==================== trap_unit
trap_unit/layer_met3.png
Drawn at 4 px/micron.
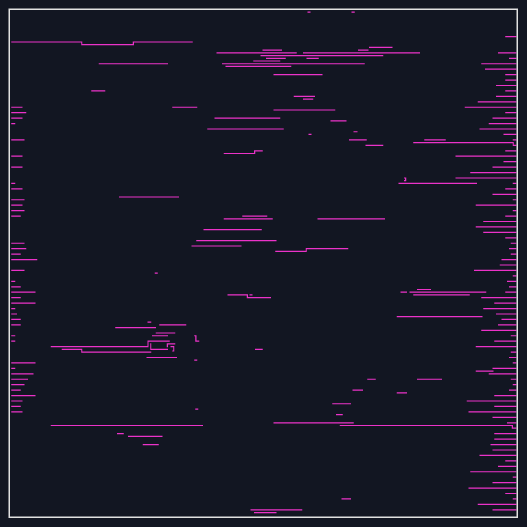

File: config.mk
export PLATFORM = sky130hd
export DESIGN_NAME = trap_unit
export DESIGN_NICKNAME = d
export VERILOG_FILES = /design/src/rtl/trap_unit.sv
export SDC_FILE = /design/constraint.sdc
export NUM_CORES = 1
export LEC_CHECK = 0
export ABC_AREA = 1
export ABC_CLOCK_PERIOD_IN_PS = 3300
export CAP_MARGIN = 20
export CORE_MARGIN = 2
export CORE_UTILIZATION = 41
export DETAILED_ROUTE_END_ITERATION = 8
export PLACE_DENSITY_LB_ADDON = 0.08
export SYNTH_ARGS = -nofsm -noshare
export SYNTH_HDL_FRONTEND = slang
export SYNTH_SLANG_ARGS = --single-unit
File: constraint.sdc
create_clock -name clk -period 3.3 [get_ports clk]
set_input_delay 0.825 -clock clk [delete_from_list [all_inputs] [get_ports clk]]
set_output_delay 0.825 -clock clk [all_outputs]
set_load 0.02 [all_outputs]
File: src/rtl/trap_unit.sv
// trap_unit: machine-mode trap controller for the RV32 core.
// Arbitrates interrupts, synchronous exceptions and mret, sequences the trap
// CSR writes over the single CSR write port and redirects fetch.
module trap_unit #(
    parameter int XLEN          = 32,
    parameter int NUM_LOCAL_IRQ = 0,
    parameter bit VECTORED_EN   = 1'b1,
    parameter bit EPC_NEXT      = 1'b0
) (
    input  logic                    clk,
    input  logic                    rst_n,
    input  logic                    irq_sw_i,
    input  logic                    irq_timer_i,
    input  logic                    irq_ext_i,
    input  logic [((NUM_LOCAL_IRQ > 0) ? NUM_LOCAL_IRQ : 1)-1:0] irq_local_i,
    input  logic                    ecall_i,
    input  logic                    ebreak_i,
    input  logic                    mret_i,
    input  logic                    illegal_i,
    input  logic [31:0]             inst_i,
    input  logic [XLEN-1:0]         pc_i,
    input  logic                    muldiv_busy_i,
    input  logic [XLEN-1:0]         csr_mtvec_i,
    input  logic [XLEN-1:0]         csr_mepc_i,
    input  logic [XLEN-1:0]         csr_mstatus_i,
    input  logic [XLEN-1:0]         csr_mie_i,
    output logic                    csr_we_o,
    output logic [11:0]             csr_waddr_o,
    output logic [XLEN-1:0]         csr_wdata_o,
    output logic [XLEN-1:0]         mip_o,
    output logic                    stallreq_o,
    output logic [2:0]              flush_o,
    output logic                    jump_req_o,
    output logic [XLEN-1:0]         jump_pc_o,
    output logic                    muldiv_cancel_o
);

    localparam logic [11:0] ADDR_MSTATUS = 12'h300;
    localparam logic [11:0] ADDR_MEPC    = 12'h341;
    localparam logic [11:0] ADDR_MCAUSE  = 12'h342;
    localparam logic [11:0] ADDR_MTVAL   = 12'h343;

    localparam logic [XLEN-1:0] PC_STEP = {{(XLEN-3){1'b0}}, 3'b100};

    typedef enum logic [2:0] {
        S_IDLE      = 3'd0,
        S_W_MEPC    = 3'd1,
        S_W_MCAUSE  = 3'd2,
        S_W_MTVAL   = 3'd3,
        S_W_MSTATUS = 3'd4,
        S_JUMP      = 3'd5,
        S_MRET_MST  = 3'd6,
        S_MRET_JUMP = 3'd7
    } state_e;

    // mstatus image written on trap entry: MPIE<-MIE, MIE<-0, MPP<-M.
    function automatic logic [XLEN-1:0] trap_mstatus(input logic [XLEN-1:0] m);
        logic [XLEN-1:0] r;
        r       = m;
        r[7]    = m[3];
        r[3]    = 1'b0;
        r[12:11] = 2'b11;
        return r;
    endfunction

    // mstatus image written on mret: MIE<-MPIE, MPIE<-1, MPP<-M.
    function automatic logic [XLEN-1:0] mret_mstatus(input logic [XLEN-1:0] m);
        logic [XLEN-1:0] r;
        r       = m;
        r[3]    = m[7];
        r[7]    = 1'b1;
        r[12:11] = 2'b11;
        return r;
    endfunction

    state_e            state_q, state_d;
    logic [XLEN-1:0]   cause_q, cause_d;
    logic [XLEN-1:0]   epc_q, epc_d;
    logic [XLEN-1:0]   tval_q, tval_d;
    logic              is_int_q, is_int_d;
    logic [2:0]        flush_sel_q, flush_sel_d;

    logic [XLEN-1:0]   mip_s;
    logic              glb_en_s;
    logic              loc_any_s;
    logic [4:0]        loc_code_s;
    logic              int_take_s;
    logic [4:0]        int_code_s;
    logic              exc_take_s;
    logic [4:0]        exc_code_s;
    logic              accept_s;
    logic [XLEN-1:0]   tvec_base_s;
    logic [XLEN-1:0]   vec_off_s;
    logic              spare_unused_s;

    // Bits not consumed in this configuration (mie holes, absent local lines).
    assign spare_unused_s = ^{csr_mie_i, irq_local_i};

    // Raw pending view built from the request lines.
    always_comb begin
        mip_s     = {XLEN{1'b0}};
        mip_s[3]  = irq_sw_i;
        mip_s[7]  = irq_timer_i;
        mip_s[11] = irq_ext_i;
        for (int i = 0; i < NUM_LOCAL_IRQ; i++) begin
            mip_s[16+i] = irq_local_i[i];
        end
    end

    assign mip_o    = mip_s;
    assign glb_en_s = csr_mstatus_i[3];

    // Lowest-index enabled local interrupt (scan high to low, last hit wins).
    always_comb begin
        loc_any_s  = 1'b0;
        loc_code_s = 5'd0;
        for (int i = NUM_LOCAL_IRQ - 1; i >= 0; i--) begin
            loc_any_s  = loc_any_s | (mip_s[16+i] & csr_mie_i[16+i]);
            loc_code_s = (mip_s[16+i] & csr_mie_i[16+i]) ? 5'(16 + i) : loc_code_s;
        end
    end

    // Interrupt arbitration: ext > sw > timer > local.
    always_comb begin
        int_take_s = glb_en_s;
        if (glb_en_s && mip_s[11] && csr_mie_i[11]) begin
            int_code_s = 5'd11;
        end else if (glb_en_s && mip_s[3] && csr_mie_i[3]) begin
            int_code_s = 5'd3;
        end else if (glb_en_s && mip_s[7] && csr_mie_i[7]) begin
            int_code_s = 5'd7;
        end else if (glb_en_s && loc_any_s) begin
            int_code_s = loc_code_s;
        end else begin
            int_take_s = 1'b0;
            int_code_s = 5'd0;
        end
    end

    // Exception arbitration: illegal > ebreak > ecall.
    always_comb begin
        exc_take_s = 1'b1;
        if (illegal_i) begin
            exc_code_s = 5'd2;
        end else if (ebreak_i) begin
            exc_code_s = 5'd3;
        end else if (ecall_i) begin
            exc_code_s = 5'd11;
        end else begin
            exc_take_s = 1'b0;
            exc_code_s = 5'd0;
        end
    end

    assign accept_s   = (state_q == S_IDLE) & (int_take_s | exc_take_s | mret_i);
    assign stallreq_o = (state_q != S_IDLE) | accept_s;

    // Next-state and trap-context capture; context is latched only on accept.
    always_comb begin
        state_d     = state_q;
        cause_d     = cause_q;
        epc_d       = epc_q;
        tval_d      = tval_q;
        is_int_d    = is_int_q;
        flush_sel_d = flush_sel_q;
        case (state_q)
            S_IDLE: begin
                if (int_take_s) begin
                    state_d        = S_W_MEPC;
                    is_int_d       = 1'b1;
                    cause_d        = {XLEN{1'b0}};
                    cause_d[XLEN-1] = 1'b1;
                    cause_d[4:0]   = int_code_s;
                    epc_d          = muldiv_busy_i ? (pc_i - PC_STEP) : pc_i;
                    tval_d         = {XLEN{1'b0}};
                    flush_sel_d    = muldiv_busy_i ? 3'b010 : 3'b100;
                end else if (exc_take_s) begin
                    state_d      = S_W_MEPC;
                    is_int_d     = 1'b0;
                    cause_d      = {XLEN{1'b0}};
                    cause_d[4:0] = exc_code_s;
                    epc_d        = EPC_NEXT ? (pc_i + PC_STEP) : pc_i;
                    tval_d       = illegal_i ? XLEN'(inst_i) : {XLEN{1'b0}};
                    flush_sel_d  = 3'b001;
                end else if (mret_i) begin
                    state_d     = S_MRET_MST;
                    is_int_d    = 1'b0;
                    flush_sel_d = 3'b001;
                end else begin
                    state_d = S_IDLE;
                end
            end
            S_W_MEPC:    state_d = S_W_MCAUSE;
            S_W_MCAUSE:  state_d = S_W_MTVAL;
            S_W_MTVAL:   state_d = S_W_MSTATUS;
            S_W_MSTATUS: state_d = S_JUMP;
            S_JUMP:      state_d = S_IDLE;
            S_MRET_MST:  state_d = S_MRET_JUMP;
            S_MRET_JUMP: state_d = S_IDLE;
            default:     state_d = S_IDLE;
        endcase
    end

    assign tvec_base_s = {csr_mtvec_i[XLEN-1:2], 2'b00};
    assign vec_off_s   = {{(XLEN-7){1'b0}}, cause_q[4:0], 2'b00};

    // CSR write port, flush and redirect decoded from the registered state.
    always_comb begin
        csr_we_o    = 1'b0;
        csr_waddr_o = 12'h000;
        csr_wdata_o = {XLEN{1'b0}};
        flush_o     = 3'b000;
        jump_req_o  = 1'b0;
        jump_pc_o   = {XLEN{1'b0}};
        case (state_q)
            S_W_MEPC: begin
                csr_we_o    = 1'b1;
                csr_waddr_o = ADDR_MEPC;
                csr_wdata_o = epc_q;
                flush_o     = flush_sel_q;
            end
            S_W_MCAUSE: begin
                csr_we_o    = 1'b1;
                csr_waddr_o = ADDR_MCAUSE;
                csr_wdata_o = cause_q;
            end
            S_W_MTVAL: begin
                csr_we_o    = 1'b1;
                csr_waddr_o = ADDR_MTVAL;
                csr_wdata_o = tval_q;
            end
            S_W_MSTATUS: begin
                csr_we_o    = 1'b1;
                csr_waddr_o = ADDR_MSTATUS;
                csr_wdata_o = trap_mstatus(csr_mstatus_i);
            end
            S_JUMP: begin
                jump_req_o = 1'b1;
                if (VECTORED_EN && is_int_q && (csr_mtvec_i[1:0] == 2'b01)) begin
                    jump_pc_o = tvec_base_s + vec_off_s;
                end else begin
                    jump_pc_o = tvec_base_s;
                end
            end
            S_MRET_MST: begin
                csr_we_o    = 1'b1;
                csr_waddr_o = ADDR_MSTATUS;
                csr_wdata_o = mret_mstatus(csr_mstatus_i);
                flush_o     = flush_sel_q;
            end
            S_MRET_JUMP: begin
                jump_req_o = 1'b1;
                jump_pc_o  = csr_mepc_i;
            end
            default: begin
                csr_we_o = 1'b0;
            end
        endcase
    end

    assign muldiv_cancel_o = flush_o[1];

    // State and trap-context registers; reset aborts any sequence in flight.
    always_ff @(posedge clk or negedge rst_n) begin
        if (!rst_n) begin
            state_q     <= S_IDLE;
            cause_q     <= {XLEN{1'b0}};
            epc_q       <= {XLEN{1'b0}};
            tval_q      <= {XLEN{1'b0}};
            is_int_q    <= 1'b0;
            flush_sel_q <= 3'b000;
        end else begin
            state_q     <= state_d;
            cause_q     <= cause_d;
            epc_q       <= epc_d;
            tval_q      <= tval_d;
            is_int_q    <= is_int_d;
            flush_sel_q <= flush_sel_d;
        end
    end

endmodule

==================== base_2_apply_exponent
===== src/rtl/precision_pkg.sv =====
// Float-format constants and enumerations shared by the power-of-two scaling blocks.
package precision_pkg;

    localparam int HALF_EXP_BITS    = 5;
    localparam int HALF_MANT_BITS   = 10;
    localparam int HALF_BIAS        = 15;
    localparam int SINGLE_EXP_BITS  = 8;
    localparam int SINGLE_MANT_BITS = 23;
    localparam int SINGLE_BIAS      = 127;

    // Signed working exponent: wide enough for any field value plus a 10-bit scale.
    localparam int INT_EXP_BITS     = 12;

    typedef enum logic [1:0] {
        IDLE  = 2'd0,
        NORM  = 2'd1,
        SHIFT = 2'd2,
        DONE  = 2'd3
    } state_t;

    typedef enum logic [2:0] {
        ZERO   = 3'd0,
        DENORM = 3'd1,
        NORMAL = 3'd2,
        INF    = 3'd3,
        NAN    = 3'd4
    } fp_class_t;

endpackage


===== src/rtl/fp_classify.sv =====
// Classifies an IEEE-754 word as zero, denormal, normal, infinity or NaN.
module fp_classify
    import precision_pkg::*;
#(
    parameter int BITS      = 16,
    parameter int EXP_BITS  = HALF_EXP_BITS,
    parameter int MANT_BITS = HALF_MANT_BITS
) (
    input  logic [BITS-1:0] a,
    output fp_class_t       fp_class
);

    logic [EXP_BITS-1:0]  exp_s;
    logic [MANT_BITS-1:0] mant_s;
    logic                 sign_unused_s;

    assign exp_s         = a[MANT_BITS +: EXP_BITS];
    assign mant_s        = a[MANT_BITS-1:0];
    assign sign_unused_s = a[BITS-1];

    // Decode the exponent/mantissa fields into a float class.
    always_comb begin
        fp_class = NORMAL;
        if (exp_s == {EXP_BITS{1'b0}}) begin
            if (mant_s == {MANT_BITS{1'b0}}) begin
                fp_class = ZERO;
            end else begin
                fp_class = DENORM;
            end
        end else if (exp_s == {EXP_BITS{1'b1}}) begin
            if (mant_s == {MANT_BITS{1'b0}}) begin
                fp_class = INF;
            end else begin
                fp_class = NAN;
            end
        end else begin
            fp_class = NORMAL;
        end
    end

endmodule


===== src/rtl/base_2_apply_exponent.sv =====
// Scales an IEEE-754 operand by 2^e. Denormal inputs are normalised one bit per
// cycle and underflowing results are denormalised (truncated) one bit per cycle.
module base_2_apply_exponent
    import precision_pkg::*;
#(
    parameter int    BITS      = 16,
    parameter string PRECISION = "HALF"
) (
    input  logic                 clk,
    input  logic                 reset_n,
    input  logic [BITS-1:0]      a,
    input  logic signed [9:0]    e,
    input  logic                 in_valid,
    output logic                 in_ready,
    output logic [BITS-1:0]      c,
    output logic                 out_valid,
    input  logic                 out_ready
);

    localparam int EXP_BITS  = (PRECISION == "SINGLE") ? SINGLE_EXP_BITS  : HALF_EXP_BITS;
    localparam int MANT_BITS = (PRECISION == "SINGLE") ? SINGLE_MANT_BITS : HALF_MANT_BITS;
    localparam int BIAS      = (PRECISION == "SINGLE") ? SINGLE_BIAS      : HALF_BIAS;
    localparam int CNT_W     = $clog2(MANT_BITS + 2);
    localparam logic signed [INT_EXP_BITS-1:0] EXP_INF_S   = INT_EXP_BITS'(2 * BIAS + 1);
    localparam logic signed [INT_EXP_BITS-1:0] SHIFT_MAX_S = INT_EXP_BITS'(MANT_BITS + 1);
    localparam logic [CNT_W-1:0]               SHIFT_MAX   = CNT_W'(MANT_BITS + 1);

    fp_class_t                       cls_s;
    logic signed [INT_EXP_BITS-1:0]  exp_a_s;
    logic signed [INT_EXP_BITS-1:0]  exp_sum_s;
    logic                            cand_sign_s;
    logic signed [INT_EXP_BITS-1:0]  cand_exp_s;
    logic [MANT_BITS:0]              cand_mant_s;
    logic signed [INT_EXP_BITS-1:0]  shift_amt_s;
    state_t                          dec_state_s;
    logic [BITS-1:0]                 dec_c_s;
    logic [CNT_W-1:0]                dec_cnt_s;

    state_t                          state_r;
    logic [BITS-1:0]                 c_r;
    logic                            out_valid_r;
    logic                            in_ready_r;
    logic                            sign_r;
    logic signed [INT_EXP_BITS-1:0]  exp_r;
    logic [MANT_BITS:0]              mant_r;
    logic [CNT_W-1:0]                cnt_r;

    fp_classify #(
        .BITS      (BITS),
        .EXP_BITS  (EXP_BITS),
        .MANT_BITS (MANT_BITS)
    ) u_classify (
        .a        (a),
        .fp_class (cls_s)
    );

    // Scaled exponent of the incoming operand; a denormal counts as exponent 1.
    always_comb begin
        if (cls_s == DENORM) begin
            exp_a_s = 12'sd1;
        end else begin
            exp_a_s = $signed({{(INT_EXP_BITS-EXP_BITS){1'b0}}, a[MANT_BITS +: EXP_BITS]});
        end
        exp_sum_s = exp_a_s + $signed({{(INT_EXP_BITS-10){e[9]}}, e});
    end

    // Candidate for the range decision: fresh operand in IDLE, next normalisation step in NORM.
    always_comb begin
        if (state_r == NORM) begin
            cand_sign_s = sign_r;
            cand_exp_s  = exp_r - 12'sd1;
            cand_mant_s = {mant_r[MANT_BITS-1:0], 1'b0};
        end else begin
            cand_sign_s = a[BITS-1];
            cand_exp_s  = exp_sum_s;
            cand_mant_s = {1'b1, a[MANT_BITS-1:0]};
        end
    end

    // Range decision: overflow to infinity, normal result, or underflow into SHIFT.
    always_comb begin
        shift_amt_s = 12'sd1 - cand_exp_s;
        dec_state_s = DONE;
        dec_cnt_s   = {CNT_W{1'b0}};
        dec_c_s     = {cand_sign_s, cand_exp_s[EXP_BITS-1:0], cand_mant_s[MANT_BITS-1:0]};
        if (cand_exp_s >= EXP_INF_S) begin
            dec_c_s = {cand_sign_s, {EXP_BITS{1'b1}}, {MANT_BITS{1'b0}}};
        end else if (cand_exp_s >= 12'sd1) begin
            dec_state_s = DONE;
        end else begin
            dec_state_s = SHIFT;
            // Shifting past every mantissa bit only ever yields zero.
            if (shift_amt_s > SHIFT_MAX_S) begin
                dec_cnt_s = SHIFT_MAX;
            end else begin
                dec_cnt_s = shift_amt_s[CNT_W-1:0];
            end
        end
    end

    // Control FSM with registered result, handshake flags and working operand.
    always_ff @(posedge clk or negedge reset_n) begin
        if (!reset_n) begin
            state_r     <= IDLE;
            c_r         <= {BITS{1'b0}};
            out_valid_r <= 1'b0;
            in_ready_r  <= 1'b1;
            sign_r      <= 1'b0;
            exp_r       <= 12'sd0;
            mant_r      <= {(MANT_BITS+1){1'b0}};
            cnt_r       <= {CNT_W{1'b0}};
        end else begin
            case (state_r)
                IDLE: begin
                    if (in_valid) begin
                        in_ready_r <= 1'b0;
                        sign_r     <= a[BITS-1];
                        case (cls_s)
                            DENORM: begin
                                state_r <= NORM;
                                exp_r   <= exp_sum_s;
                                mant_r  <= {1'b0, a[MANT_BITS-1:0]};
                            end
                            NORMAL: begin
                                state_r <= dec_state_s;
                                mant_r  <= cand_mant_s;
                                cnt_r   <= dec_cnt_s;
                                if (dec_state_s == DONE) begin
                                    c_r         <= dec_c_s;
                                    out_valid_r <= 1'b1;
                                end
                            end
                            default: begin
                                state_r     <= DONE;
                                c_r         <= a;
                                out_valid_r <= 1'b1;
                            end
                        endcase
                    end
                end
                NORM: begin
                    if (cand_mant_s[MANT_BITS]) begin
                        state_r <= dec_state_s;
                        mant_r  <= cand_mant_s;
                        cnt_r   <= dec_cnt_s;
                        if (dec_state_s == DONE) begin
                            c_r         <= dec_c_s;
                            out_valid_r <= 1'b1;
                        end
                    end else begin
                        exp_r  <= cand_exp_s;
                        mant_r <= cand_mant_s;
                    end
                end
                SHIFT: begin
                    mant_r <= {1'b0, mant_r[MANT_BITS:1]};
                    cnt_r  <= cnt_r - CNT_W'(1);
                    if (cnt_r == CNT_W'(1)) begin
                        state_r     <= DONE;
                        c_r         <= {sign_r, {EXP_BITS{1'b0}}, mant_r[MANT_BITS:1]};
                        out_valid_r <= 1'b1;
                    end
                end
                DONE: begin
                    if (out_ready) begin
                        state_r     <= IDLE;
                        out_valid_r <= 1'b0;
                        in_ready_r  <= 1'b1;
                    end
                end
                default: begin
                    state_r     <= IDLE;
                    out_valid_r <= 1'b0;
                    in_ready_r  <= 1'b1;
                end
            endcase
        end
    end

    assign in_ready  = in_ready_r;
    assign c         = c_r;
    assign out_valid = out_valid_r;

endmodule


===== config.mk =====
export PLATFORM = sky130hd
export DESIGN_NAME = base_2_apply_exponent
export DESIGN_NICKNAME = d
export VERILOG_FILES = /design/src/rtl/precision_pkg.sv /design/src/rtl/fp_classify.sv /design/src/rtl/base_2_apply_exponent.sv
export SDC_FILE = /design/constraint.sdc
export NUM_CORES = 1
export LEC_CHECK = 0
export CORE_UTILIZATION = 50
export CTS_CLUSTER_SIZE = 12
export DETAILED_ROUTE_END_ITERATION = 10
export PLACE_DENSITY = 0.83
export SLEW_MARGIN = 10
export SYNTH_ARGS = -nofsm -noshare
export SYNTH_HDL_FRONTEND = slang
export SYNTH_SLANG_ARGS = --single-unit
export TNS_END_PERCENT = 100

===== constraint.sdc =====
create_clock -name clk -period 4.15 [get_ports clk]
set_input_delay 0.83 -clock clk [delete_from_list [all_inputs] [get_ports clk]]
set_output_delay 0.83 -clock clk [all_outputs]
set_load 0.02 [all_outputs]

==================== mem_wb_stage
<file path="config.mk">
export PLATFORM = sky130hd
export DESIGN_NAME = mem_wb_stage
export DESIGN_NICKNAME = d
export VERILOG_FILES = /design/src/rtl/pipeline_pkg.sv /design/src/rtl/mem_wb_reg.sv /design/src/rtl/mem_wb_stage.sv
export SDC_FILE = /design/constraint.sdc
export NUM_CORES = 1
export LEC_CHECK = 0
export ABC_AREA = 1
export CAP_MARGIN = 20
export CORE_ASPECT_RATIO = 0.8
export CORE_MARGIN = 3
export CORE_UTILIZATION = 46
export CTS_BUF_LIST = sky130_fd_sc_hd__clkbuf_8
export DETAILED_ROUTE_END_ITERATION = 10
export PLACE_DENSITY = 0.95
export SETUP_SLACK_MARGIN = 0.2
export SLEW_MARGIN = 20
export SYNTH_ARGS = -nofsm -noshare
export SYNTH_HDL_FRONTEND = slang
export SYNTH_HIERARCHICAL = 1
export SYNTH_SLANG_ARGS = --single-unit
</file>
<file path="constraint.sdc">
create_clock -name clk -period 5 [get_ports clk]
set_input_delay 1 -clock clk [delete_from_list [all_inputs] [get_ports clk]]
set_output_delay 1 -clock clk [all_outputs]
set_load 0.02 [all_outputs]
</file>
<file path="src/rtl/pipeline_pkg.sv">
// Shared pipeline definitions: MEM_Signal bit positions, MEM-stage FSM states,
// default data-memory base address and the MEM/WB pipeline register layout.
package pipeline_pkg;

  localparam int MEM_R_BIT = 1;
  localparam int MEM_W_BIT = 0;

  localparam int unsigned ADDR_BASE_DEFAULT = 1024;

  typedef enum logic {
    IDLE = 1'b0,
    BUSY = 1'b1
  } state_e;

  typedef struct packed {
    logic        wb_en;
    logic [4:0]  dest;
    logic [31:0] alu;
    logic [31:0] ldata;
    logic        is_load;
  } memwb_t;

endpackage

</file>
<file path="src/rtl/mem_wb_reg.sv">
// MEM/WB pipeline register: captures the stage result every edge, or a bubble
// (all fields zero) while the stage is stalling.
module mem_wb_reg
  import pipeline_pkg::*;
(
  input  logic   clk,
  input  logic   rst_n,
  input  logic   bubble_i,
  input  memwb_t d_i,
  output memwb_t q_o
);

  memwb_t memwb_d, memwb_q;

  always_comb begin
    memwb_d = d_i;
    if (bubble_i) memwb_d = '0;
  end

  always_ff @(posedge clk or negedge rst_n) begin
    if (!rst_n) memwb_q <= '0;
    else        memwb_q <= memwb_d;
  end

  assign q_o = memwb_q;

endmodule

</file>
<file path="src/rtl/mem_wb_stage.sv">
// Memory-access / write-back stage: issues loads and stores to a req/ready data
// memory, stalls upstream while an access is outstanding, drives register-file write-back.
module mem_wb_stage
  import pipeline_pkg::*;
#(
  parameter int unsigned ADDR_BASE = ADDR_BASE_DEFAULT,
  parameter int unsigned MEM_AW    = 8
) (
  input  logic              clk,
  input  logic              rst,
  input  logic              WB_En_EXE,
  input  logic [1:0]        MEM_Signal_EXE,
  input  logic [4:0]        dest_EXE,
  input  logic [31:0]       ALU_result_EXE,
  input  logic [31:0]       reg2_EXE,
  output logic              stall,
  output logic              mem_req,
  output logic              mem_we,
  output logic [MEM_AW-1:0] mem_addr,
  output logic [31:0]       mem_wdata,
  input  logic [31:0]       mem_rdata,
  input  logic              mem_ready,
  output logic              WB_En_WB,
  output logic [4:0]        WB_Dest_WB,
  output logic [31:0]       WB_Value,
  output logic              addr_err
);

  localparam logic [32:0] SPAN = 33'(64'd4 << MEM_AW);

  state_e state_q, state_d;
  logic   addr_err_q, addr_err_d;

  logic [32:0]       off;
  logic [MEM_AW-1:0] waddr;
  logic              is_rd, is_wr, mem_op, addr_bad, go;
  memwb_t            memwb_d, memwb_q;

  // 33-bit offset: an address below ADDR_BASE wraps to a huge value and fails the range test
  assign off      = {1'b0, ALU_result_EXE} - 33'(ADDR_BASE);
  assign addr_bad = (|off[1:0]) | (off >= SPAN);
  assign waddr    = off[MEM_AW+1:2];

  // 2'b11 decodes as a store
  assign is_wr  = MEM_Signal_EXE[MEM_W_BIT];
  assign is_rd  = MEM_Signal_EXE[MEM_R_BIT] & ~is_wr;
  assign mem_op = is_rd | is_wr;
  assign go     = mem_op & ~addr_bad;

  always_ff @(posedge clk or negedge rst) begin
    if (!rst) state_q <= IDLE;
    else      state_q <= state_d;
  end

  always_comb begin
    state_d = state_q;
    case (state_q)
      IDLE:    if (go)        state_d = BUSY;
      BUSY:    if (mem_ready) state_d = IDLE;
      default:                state_d = IDLE;
    endcase
  end

  always_comb begin
    mem_req   = 1'b0;
    mem_we    = 1'b0;
    mem_addr  = '0;
    mem_wdata = '0;
    stall     = 1'b0;
    if (state_q == BUSY) begin
      mem_req   = 1'b1;
      mem_we    = is_wr;
      mem_addr  = waddr;
      mem_wdata = reg2_EXE;
      stall     = ~mem_ready;
    end else begin
      stall = go;
    end
    // Nothing upstream may freeze on a stall raised while the pipeline is held in reset
    if (!rst) stall = 1'b0;
  end

  always_comb begin
    addr_err_d = addr_err_q;
    if (state_q == IDLE && mem_op && addr_bad) addr_err_d = 1'b1;
  end

  always_ff @(posedge clk or negedge rst) begin
    if (!rst) addr_err_q <= 1'b0;
    else      addr_err_q <= addr_err_d;
  end

  // A bad-address load completes in IDLE with load data 0
  always_comb begin
    memwb_d.wb_en   = WB_En_EXE & ~is_wr;
    memwb_d.dest    = dest_EXE;
    memwb_d.alu     = ALU_result_EXE;
    memwb_d.ldata   = (state_q == BUSY) ? mem_rdata : 32'd0;
    memwb_d.is_load = is_rd;
  end

  mem_wb_reg u_mem_wb_reg (
    .clk      (clk),
    .rst_n    (rst),
    .bubble_i (stall),
    .d_i      (memwb_d),
    .q_o      (memwb_q)
  );

  assign WB_En_WB   = memwb_q.wb_en;
  assign WB_Dest_WB = memwb_q.dest;
  assign WB_Value   = memwb_q.is_load ? memwb_q.ldata : memwb_q.alu;
  assign addr_err   = addr_err_q;

endmodule

</file>
==================== apb_cmd_master
===== config.mk =====
export PLATFORM = sky130hd
export DESIGN_NAME = apb_cmd_master
export DESIGN_NICKNAME = d
export VERILOG_FILES = /design/src/rtl/apb_cmd_master.sv
export SDC_FILE = /design/constraint.sdc
export NUM_CORES = 1
export LEC_CHECK = 0
export CORE_MARGIN = 2
export CORE_UTILIZATION = 45
export DETAILED_ROUTE_END_ITERATION = 6
export GPL_TIMING_DRIVEN = 0
export PLACE_DENSITY = 0.83
export SYNTH_ARGS = -nofsm -noshare
export SYNTH_HDL_FRONTEND = slang
export SYNTH_SLANG_ARGS = --single-unit

===== constraint.sdc =====
create_clock -name i_PCLK -period 2.6 [get_ports i_PCLK]
set_input_delay 0.52 -clock i_PCLK [delete_from_list [all_inputs] [get_ports i_PCLK]]
set_output_delay 0.52 -clock i_PCLK [all_outputs]
set_load 0.02 [all_outputs]

===== src/rtl/apb_cmd_master.sv =====
// APB requester: turns single-beat local commands into APB SETUP/ACCESS
// transfers. It handles PREADY wait states and aborts a stalled ACCESS phase
// after TIMEOUT low-PREADY cycles. It returns exactly one response per command.
module apb_cmd_master #(
  parameter int unsigned ADDR_W  = 16,
  parameter int unsigned DATA_W  = 8,
  parameter int unsigned TIMEOUT = 255
) (
  input  logic              i_PCLK,
  input  logic              i_PRESET,
  input  logic              i_CMD_VALID,
  output logic              o_CMD_READY,
  input  logic              i_CMD_WRITE,
  input  logic [ADDR_W-1:0] i_CMD_ADDR,
  input  logic [DATA_W-1:0] i_CMD_WDATA,
  output logic              o_RSP_VALID,
  input  logic              i_RSP_READY,
  output logic [DATA_W-1:0] o_RSP_RDATA,
  output logic              o_RSP_ERR,
  output logic              o_BUSY,
  output logic              o_PSEL,
  output logic              o_PENABLE,
  output logic              o_PWRITE,
  output logic [ADDR_W-1:0] o_PADDR,
  output logic [DATA_W-1:0] o_PWDATA,
  input  logic              i_PREADY,
  input  logic [DATA_W-1:0] i_PRDATA
);

  // Wide enough to hold TIMEOUT; one bit when the timeout is disabled.
  localparam int unsigned CNT_W = (TIMEOUT > 0) ? $clog2(TIMEOUT + 1) : 1;

  typedef enum logic [1:0] {IDLE, SETUP, ACCESS, RESP} state_t;

  state_t            state;
  state_t            next_state;
  logic [CNT_W-1:0]  wait_cnt;
  logic              accept;
  logic              timeout_hit;

  logic              cmd_ready_d;
  logic              busy_d;
  logic              psel_d;
  logic              penable_d;
  logic              rsp_valid_d;
  logic              pwrite_d;
  logic [ADDR_W-1:0] paddr_d;
  logic [DATA_W-1:0] pwdata_d;
  logic [DATA_W-1:0] rdata_d;
  logic              err_d;

  // Wait counter increment that sticks at all-ones instead of wrapping.
  function automatic logic [CNT_W-1:0] sat_inc(input logic [CNT_W-1:0] v);
    return (&v) ? v : v + CNT_W'(1);
  endfunction

  // o_CMD_READY is low for the first cycle after reset, so it gates acceptance.
  assign accept      = i_CMD_VALID & o_CMD_READY;
  // This low-PREADY edge would bring the count up to TIMEOUT.
  assign timeout_hit = (TIMEOUT != 0) && ((32'(wait_cnt) + 32'd1) >= TIMEOUT);

  // State register.
  always_ff @(posedge i_PCLK or posedge i_PRESET) begin
    if (i_PRESET) state <= IDLE;
    else          state <= next_state;
  end

  // Next-state decode; PREADY is checked before the timeout, so a completion wins.
  always_comb begin
    next_state = state;
    unique case (state)
      IDLE:    if (accept) next_state = SETUP;
      SETUP:   next_state = ACCESS;
      ACCESS:  if (i_PREADY || timeout_hit) next_state = RESP;
      RESP:    if (i_RSP_READY) next_state = IDLE;
      default: next_state = IDLE;
    endcase
  end

  // Counts low-PREADY edges in ACCESS; cleared while in SETUP so each transfer starts at 0.
  always_ff @(posedge i_PCLK or posedge i_PRESET) begin
    if (i_PRESET)                      wait_cnt <= '0;
    else if (state == SETUP)           wait_cnt <= '0;
    else if (state == ACCESS && !i_PREADY) wait_cnt <= sat_inc(wait_cnt);
  end

  // Output decode from the next state, so every registered output lines up with its state.
  always_comb begin
    cmd_ready_d = (next_state == IDLE);
    busy_d      = (next_state != IDLE);
    psel_d      = (next_state == SETUP) || (next_state == ACCESS);
    penable_d   = (next_state == ACCESS);
    rsp_valid_d = (next_state == RESP);
    pwrite_d    = o_PWRITE;
    paddr_d     = o_PADDR;
    pwdata_d    = o_PWDATA;
    rdata_d     = o_RSP_RDATA;
    err_d       = o_RSP_ERR;
    if (accept) begin
      pwrite_d = i_CMD_WRITE;
      paddr_d  = i_CMD_ADDR;
      pwdata_d = i_CMD_WRITE ? i_CMD_WDATA : '0;
    end
    if (state == ACCESS) begin
      if (i_PREADY) begin
        rdata_d = o_PWRITE ? '0 : i_PRDATA;
        err_d   = 1'b0;
      end else if (timeout_hit) begin
        rdata_d = '0;
        err_d   = 1'b1;
      end
    end
  end

  // Output registers. Reset clears them at once, which also drops an in-flight transfer.
  always_ff @(posedge i_PCLK or posedge i_PRESET) begin
    if (i_PRESET) begin
      o_CMD_READY <= 1'b0;
      o_BUSY      <= 1'b0;
      o_PSEL      <= 1'b0;
      o_PENABLE   <= 1'b0;
      o_RSP_VALID <= 1'b0;
      o_PWRITE    <= 1'b0;
      o_PADDR     <= '0;
      o_PWDATA    <= '0;
      o_RSP_RDATA <= '0;
      o_RSP_ERR   <= 1'b0;
    end else begin
      o_CMD_READY <= cmd_ready_d;
      o_BUSY      <= busy_d;
      o_PSEL      <= psel_d;
      o_PENABLE   <= penable_d;
      o_RSP_VALID <= rsp_valid_d;
      o_PWRITE    <= pwrite_d;
      o_PADDR     <= paddr_d;
      o_PWDATA    <= pwdata_d;
      o_RSP_RDATA <= rdata_d;
      o_RSP_ERR   <= err_d;
    end
  end

endmodule


base_2_apply_exponent/clocks.png
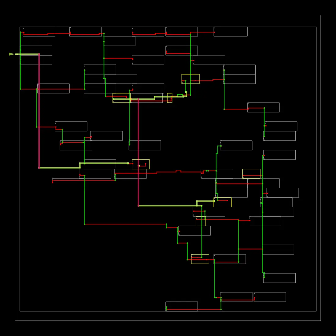
number of clock buffers inserted by TritonCTS: 5
Clock Sink Count: 48
Clock Power: 315 uW
final worst clock skew: 0.00966 ns
clock latency reported for the late side of the worst-skew pair: 0.32 ns

==> notes.md, base_2_apply_exponent <==
impl run done, here's what came out: placeable core region slightly below 7000 sq um, non-filler instance count after layout between 600 and 700, combinational group share of total power roughly 68%, beginning of the worst hold path c[0]$_DFFE_PN0P_, post-synthesis net count roughly 490, relative area of non-clock buffer cells in the final design between 10% and 20%, antenna diode instance count 0, stages on the worst setup path 16, combinational gates ~350, Top-Level Pins 48, DRT antenna net count 0, chip area from the yosys synthesis statistics ~3700 sq um, Non-Clock Buffer Count 108, first-pass detailed-route iteration total 6, most frequent logic cell in the layout sky130_fd_sc_hd__nand2_1, achievable frequency between 200 and 250 MHz, maximum number of pins on one net before global-route repair 49, MUX area fraction 4.77%, outcome finished, final reports clean, biggest area consumer among cell classes multi-input combinational cells, fraction of layout instances using a drive strength above 1 between 20% and 30%, simple-gate portion of the synthesized area about a fifth, Hold WC Path Type reg -> reg, number of non-clock inverters in the layout 19, number of max-cap violations 0, number of distinct library cells after synthesis 65, part of the total power dissipated in the clock network between 8 and 9%, area fraction in compound gates between 20% and 30%, xor+xnor area frac under 10%, Worst R2R End cnt_r[0]$_DFFE_PN0P_, TritonCTS clock tree built, antenna violations before repair 0, number of nets in the layout about 580
==> base_2_apply_exponent: registers in the layout, indices dropped and copies added, names as in the netlist <==
| name | count |
|---|---|
| out_valid | 1 |
| exp_r | 12 |
| mant_r | 11 |
| c | 16 |
| sign_r | 1 |
| state_r | 2 |
| cnt_r | 4 |
| in_ready | 1 |
==> base_2_apply_exponent: layer usage <==
metal / vias up / global-route usage, % / wire (microns)
met2: 193 / 49.8 / 5230
met1: 1811 / 40.8 / 4860
li1: 1820 / - / -
met5: - / 0 / 0
met4: 0 / 14.0 / 384
met3: 38 / 3.77 / 735
mem_wb_stage/clocks.png
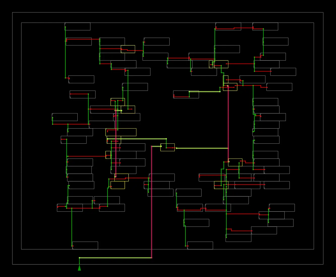
sequential cell count: 73
final worst clock skew: 0.0100 ns
number of clock-tree buffers in the layout: 11
clock latency reported for the late side of the worst-skew pair: 0.33 ns

==> notes.md, mem_wb_stage <==
impl run done, here's what came out: cell seen most often among critical-path stages sky130_fd_sc_hd__nand2_1, outcome finished, final reports clean, number of clock buffers inserted by TritonCTS 9, arrival time of the worst setup path 3.25 ns, Worst R2R End u_mem_wb_reg/q_o[6]$_DFF_PN0_, MUX area fraction under 10%, r2r worst-path depth 5, endpoint of the most critical setup path stall, setup repair after global routing missed its margin no, ys cells between 500 and 600, count of final hold-check violations 0, combinational group share of total power 18.3%, number of enable-type register cells in the synthesized netlist 0, power per standard cell area ~210 nW/um^2, antenna violations before repair 0, most frequent logic cell in the layout sky130_fd_sc_hd__clkdlybuf4s50_1, area growth from synthesis to final layout 51.3%, number of fill cells in the layout around 640, part of the total power dissipated in the clock network 34.7%
==> mem_wb_stage: routing by layer <==
layer | up-vias | routed length [microns] | track usage (%)
met5 | - | 0 | 0
met1 | 1757 | 4530 | 27.6
met3 | 18 | 834 | 6.23
met4 | 0 | 233 | 7.11
met2 | 146 | 5680 | 40.9
li1 | 1937 | - | -
==> mem_wb_stage: power groups by stage <==
stage	clock, mW	combinational [mW]	sequential [mW]
after detailed placement	0	0.240	0.625
after global placement	0	0.236	0.624
final	0.452	0.239	0.613
after global routing	0.492	0.258	0.614
after floorplan	0	0.0827	0.624
after CTS	0.461	0.241	0.613
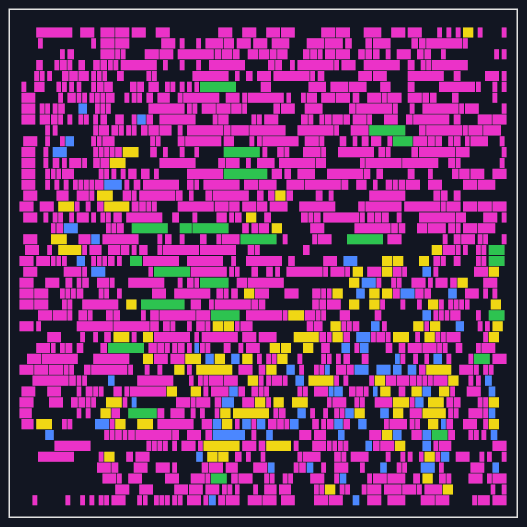
trap_unit/sizes.png
Drawn at 4 px/micron.
- magenta: _0 and _1 cells (cells 1032; share 84%)
- yellow: _3 and _4 cells (cells 94; share 7.7%)
- blue: _2 cells (cells 75; share 6.1%)
- green: _6 and larger (cells 23; share 1.9%)

About trap_unit/layer_met3.png:
- share of all routed wire: 6.1%
- main direction: horizontal

==> notes.md, trap_unit <==
impl run done, here's what came out: met1 usage a little under two fifths, count of final hold-check violations 0, H-tree lvl count 3, amount of wire on met3 after detailed routing approximately 1.4 mm, leakage 4.73 nW, count of pins over their slew limit 0, hpwl dp between 15 and 20 mm, area growth from synthesis to final layout 55.1%, placement-stage worst setup slack -0.791 ns, portion of the post-synthesis area used by sequential elements between 30% and 40%, GRT Overall Usage between 20% and 30%, portion of the layout cell area used by clock cells around 3.4%, number of enable-type register cells in the synthesized netlist 0, outcome finished, final reports clean, setup slack of the worst register-to-register path between 1.5 and 2 ns, tap cells ~180, number of distinct library cells after synthesis 44, cell type group with the largest total delay on the critical path buffers and inverters
-- trap_unit: repair_timing --
action,in CTS,in global routing
endpoints found under the setup margin,30,59
gates resized,130,114
setup buffers,2,9
pin swaps,18,33
hold buffers,0,0
-- trap_unit: power groups by stage --
stage | Combinational, mW | Sequential (mW) | Clock, mW
after global routing | 3.86 | 1.65 | 1.14
after CTS | 3.52 | 1.59 | 1.10
after detailed placement | 3.49 | 1.59 | 0
after global placement | 3.48 | 1.58 | 0
final | 3.57 | 1.60 | 1.08
after floorplan | 2.04 | 1.51 | 0
apb_cmd_master/clocks.png
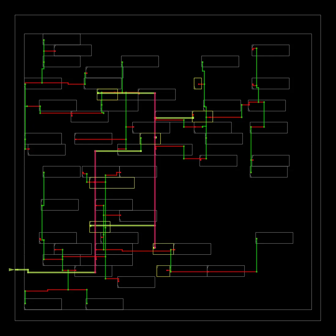
number of clock-tree buffers in the layout: 5
number of clock buffers inserted by TritonCTS: 5
Clock Power: 550 uW

apb_cmd_master/sizes.png
Drawn at 6 px/micron.
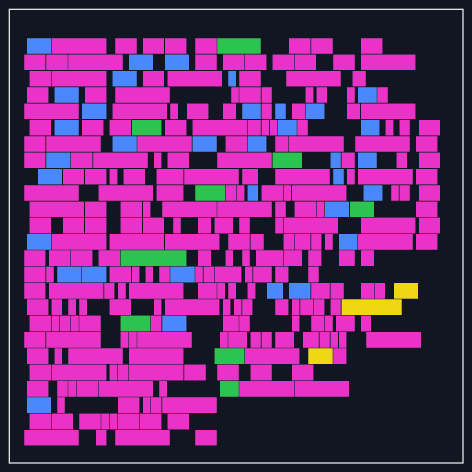
- magenta: _0 and _1 cells (cells 250; share 84%)
- green: _6 and larger (cells 9; share 3.0%)
- yellow: _3 and _4 cells (cells 3; share 1.0%)
- blue: _2 cells (cells 34; share 11%)

==> notes.md, apb_cmd_master <==
impl run done, here's what came out: hpwl dp a little under 4 mm, post-place instance area approximately 3100 sq um, antenna diode instance count 0, most numerous cell in the Yosys netlist sky130_fd_sc_hd__dfrtp_1, part of the total power dissipated in sequential elements about 36%, endpoint of the most critical setup path o_PSEL$_DFF_PP0_, arrival time of the worst setup path 2.63 ns, relative area of non-clock buffer cells in the final design between 20% and 30%, Reg2Reg Launch Point wait_cnt[1]$_DFFE_PP0P_, design area approximately 3300 sq um, transition at the pin with the smallest max-transition slack between 0.6 and 0.7 ns, sequential cell power roughly 1.3 mW, # resized after CTS 0, outcome finished, final reports clean, number of non-clock inverters in the layout 6
## apb_cmd_master: critical path: stages (launching register included)
cell and delay [ns]:
sky130_fd_sc_hd__dfrtp_1 0.46, sky130_fd_sc_hd__ha_1 0.29, sky130_fd_sc_hd__nand3_2 0.16, sky130_fd_sc_hd__or3_4 0.37, sky130_fd_sc_hd__a2111oi_4 0.43, sky130_fd_sc_hd__buf_6 0.20, sky130_fd_sc_hd__a21oi_1 0.10, sky130_fd_sc_hd__ha_1 0.28
sky130_fd_sc_hd__inv_1 0.04

==> gallery <==
Met3 routing.
panel A
Drawn at 6 px/micron.
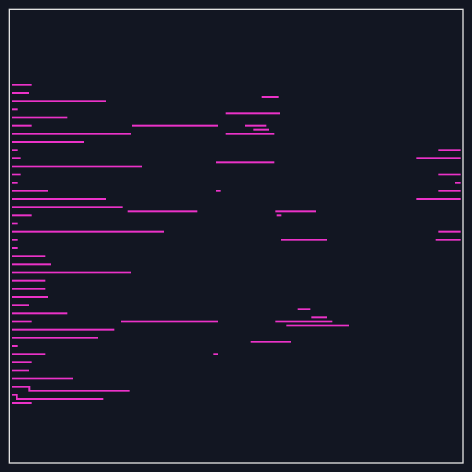
panel B
Drawn at 4 px/micron.
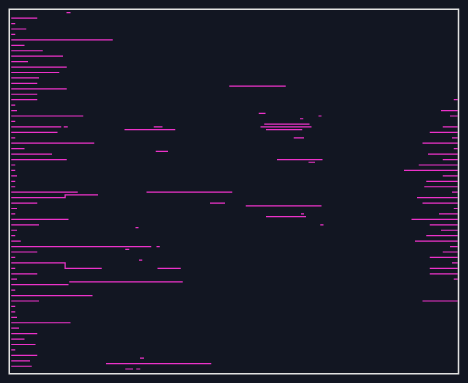
panel C
Drawn at 6 px/micron.
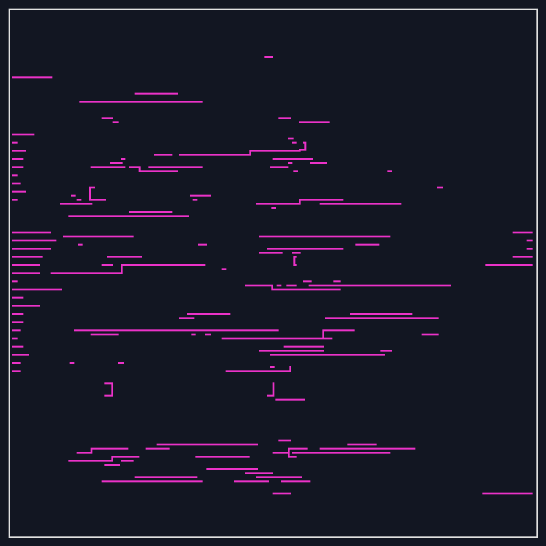
mem_wb_stage: panel B
base_2_apply_exponent: panel C
apb_cmd_master: panel A



==> notes/layouts.md <==
Pictures saved along the way, in no particular order.

Where the registers sit.
picture 1
Drawn at 4 px/micron. Other sequential cells in the stronger grey, the rest of the logic in the fainter grey.
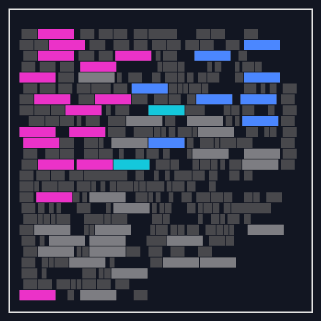
picture 2
Drawn at 4 px/micron. Other sequential cells in the stronger grey, the rest of the logic in the fainter grey.
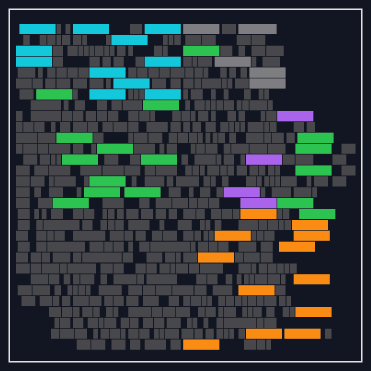
picture 3
Drawn at 3 px/micron. Other sequential cells in the stronger grey, the rest of the logic in the fainter grey.
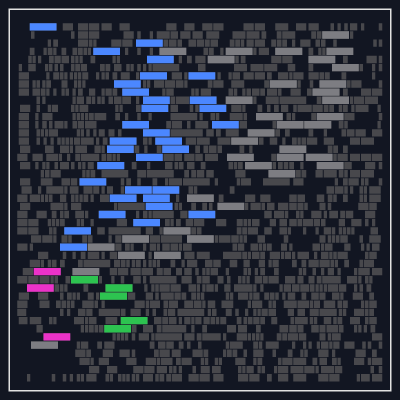
- smallest die: picture 1
- fewest cells: picture 1
picture 3 -> trap_unit
picture 2 -> base_2_apply_exponent
picture 1 -> apb_cmd_master

Key to picture 1:
- magenta: o_PADDR (flops 16)
- cyan: state (flops 2)
- blue: o_RSP_RDATA (flops 8)
- not coloured: 23


## Gallery

Wiring heat map.
image #1
Drawn at 4 px/micron. The die is cut into 18 by 18 equal tiles; black is low, pale yellow is high, scaled to the fullest tile. Values are wire area over tile area, all layers added.
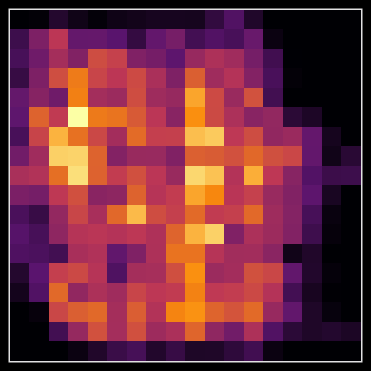
image #2
Drawn at 3 px/micron. The die is cut into 22 by 18 equal tiles; black is low, pale yellow is high, scaled to the fullest tile. Values are wire area over tile area, all layers added.
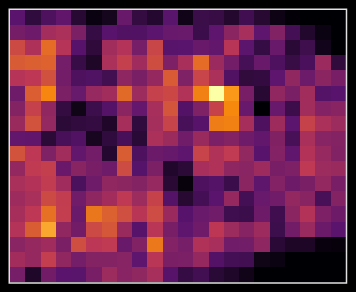
image #3
Drawn at 4 px/micron. The die is cut into 15 by 15 equal tiles; black is low, pale yellow is high, scaled to the fullest tile. Values are wire area over tile area, all layers added.
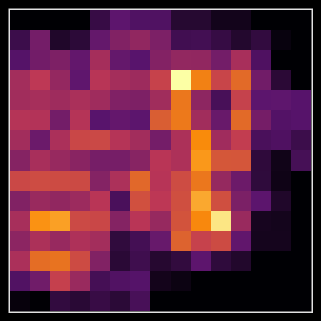
image #4
Drawn at 3 px/micron. The die is cut into 25 by 25 equal tiles; black is low, pale yellow is high, scaled to the fullest tile. Values are wire area over tile area, all layers added.
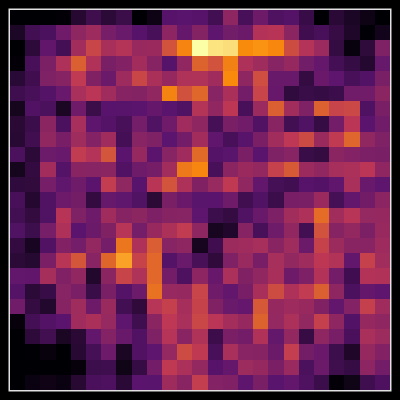
Image #4 comes from trap_unit.
Image #3 comes from apb_cmd_master.
Image #2 comes from mem_wb_stage.
Image #1 comes from base_2_apply_exponent.
The one with the largest die is image #4.

Key to image #4:
- mean over tiles: 0.22
- emptiest ninth of the die: bottom left
- nearly empty tiles: 3.5%
- densest ninth of the die: top middle
- tiles over half the peak: 11%
- fullest tile: 0.68

Power and IR drop assume default switching activity.
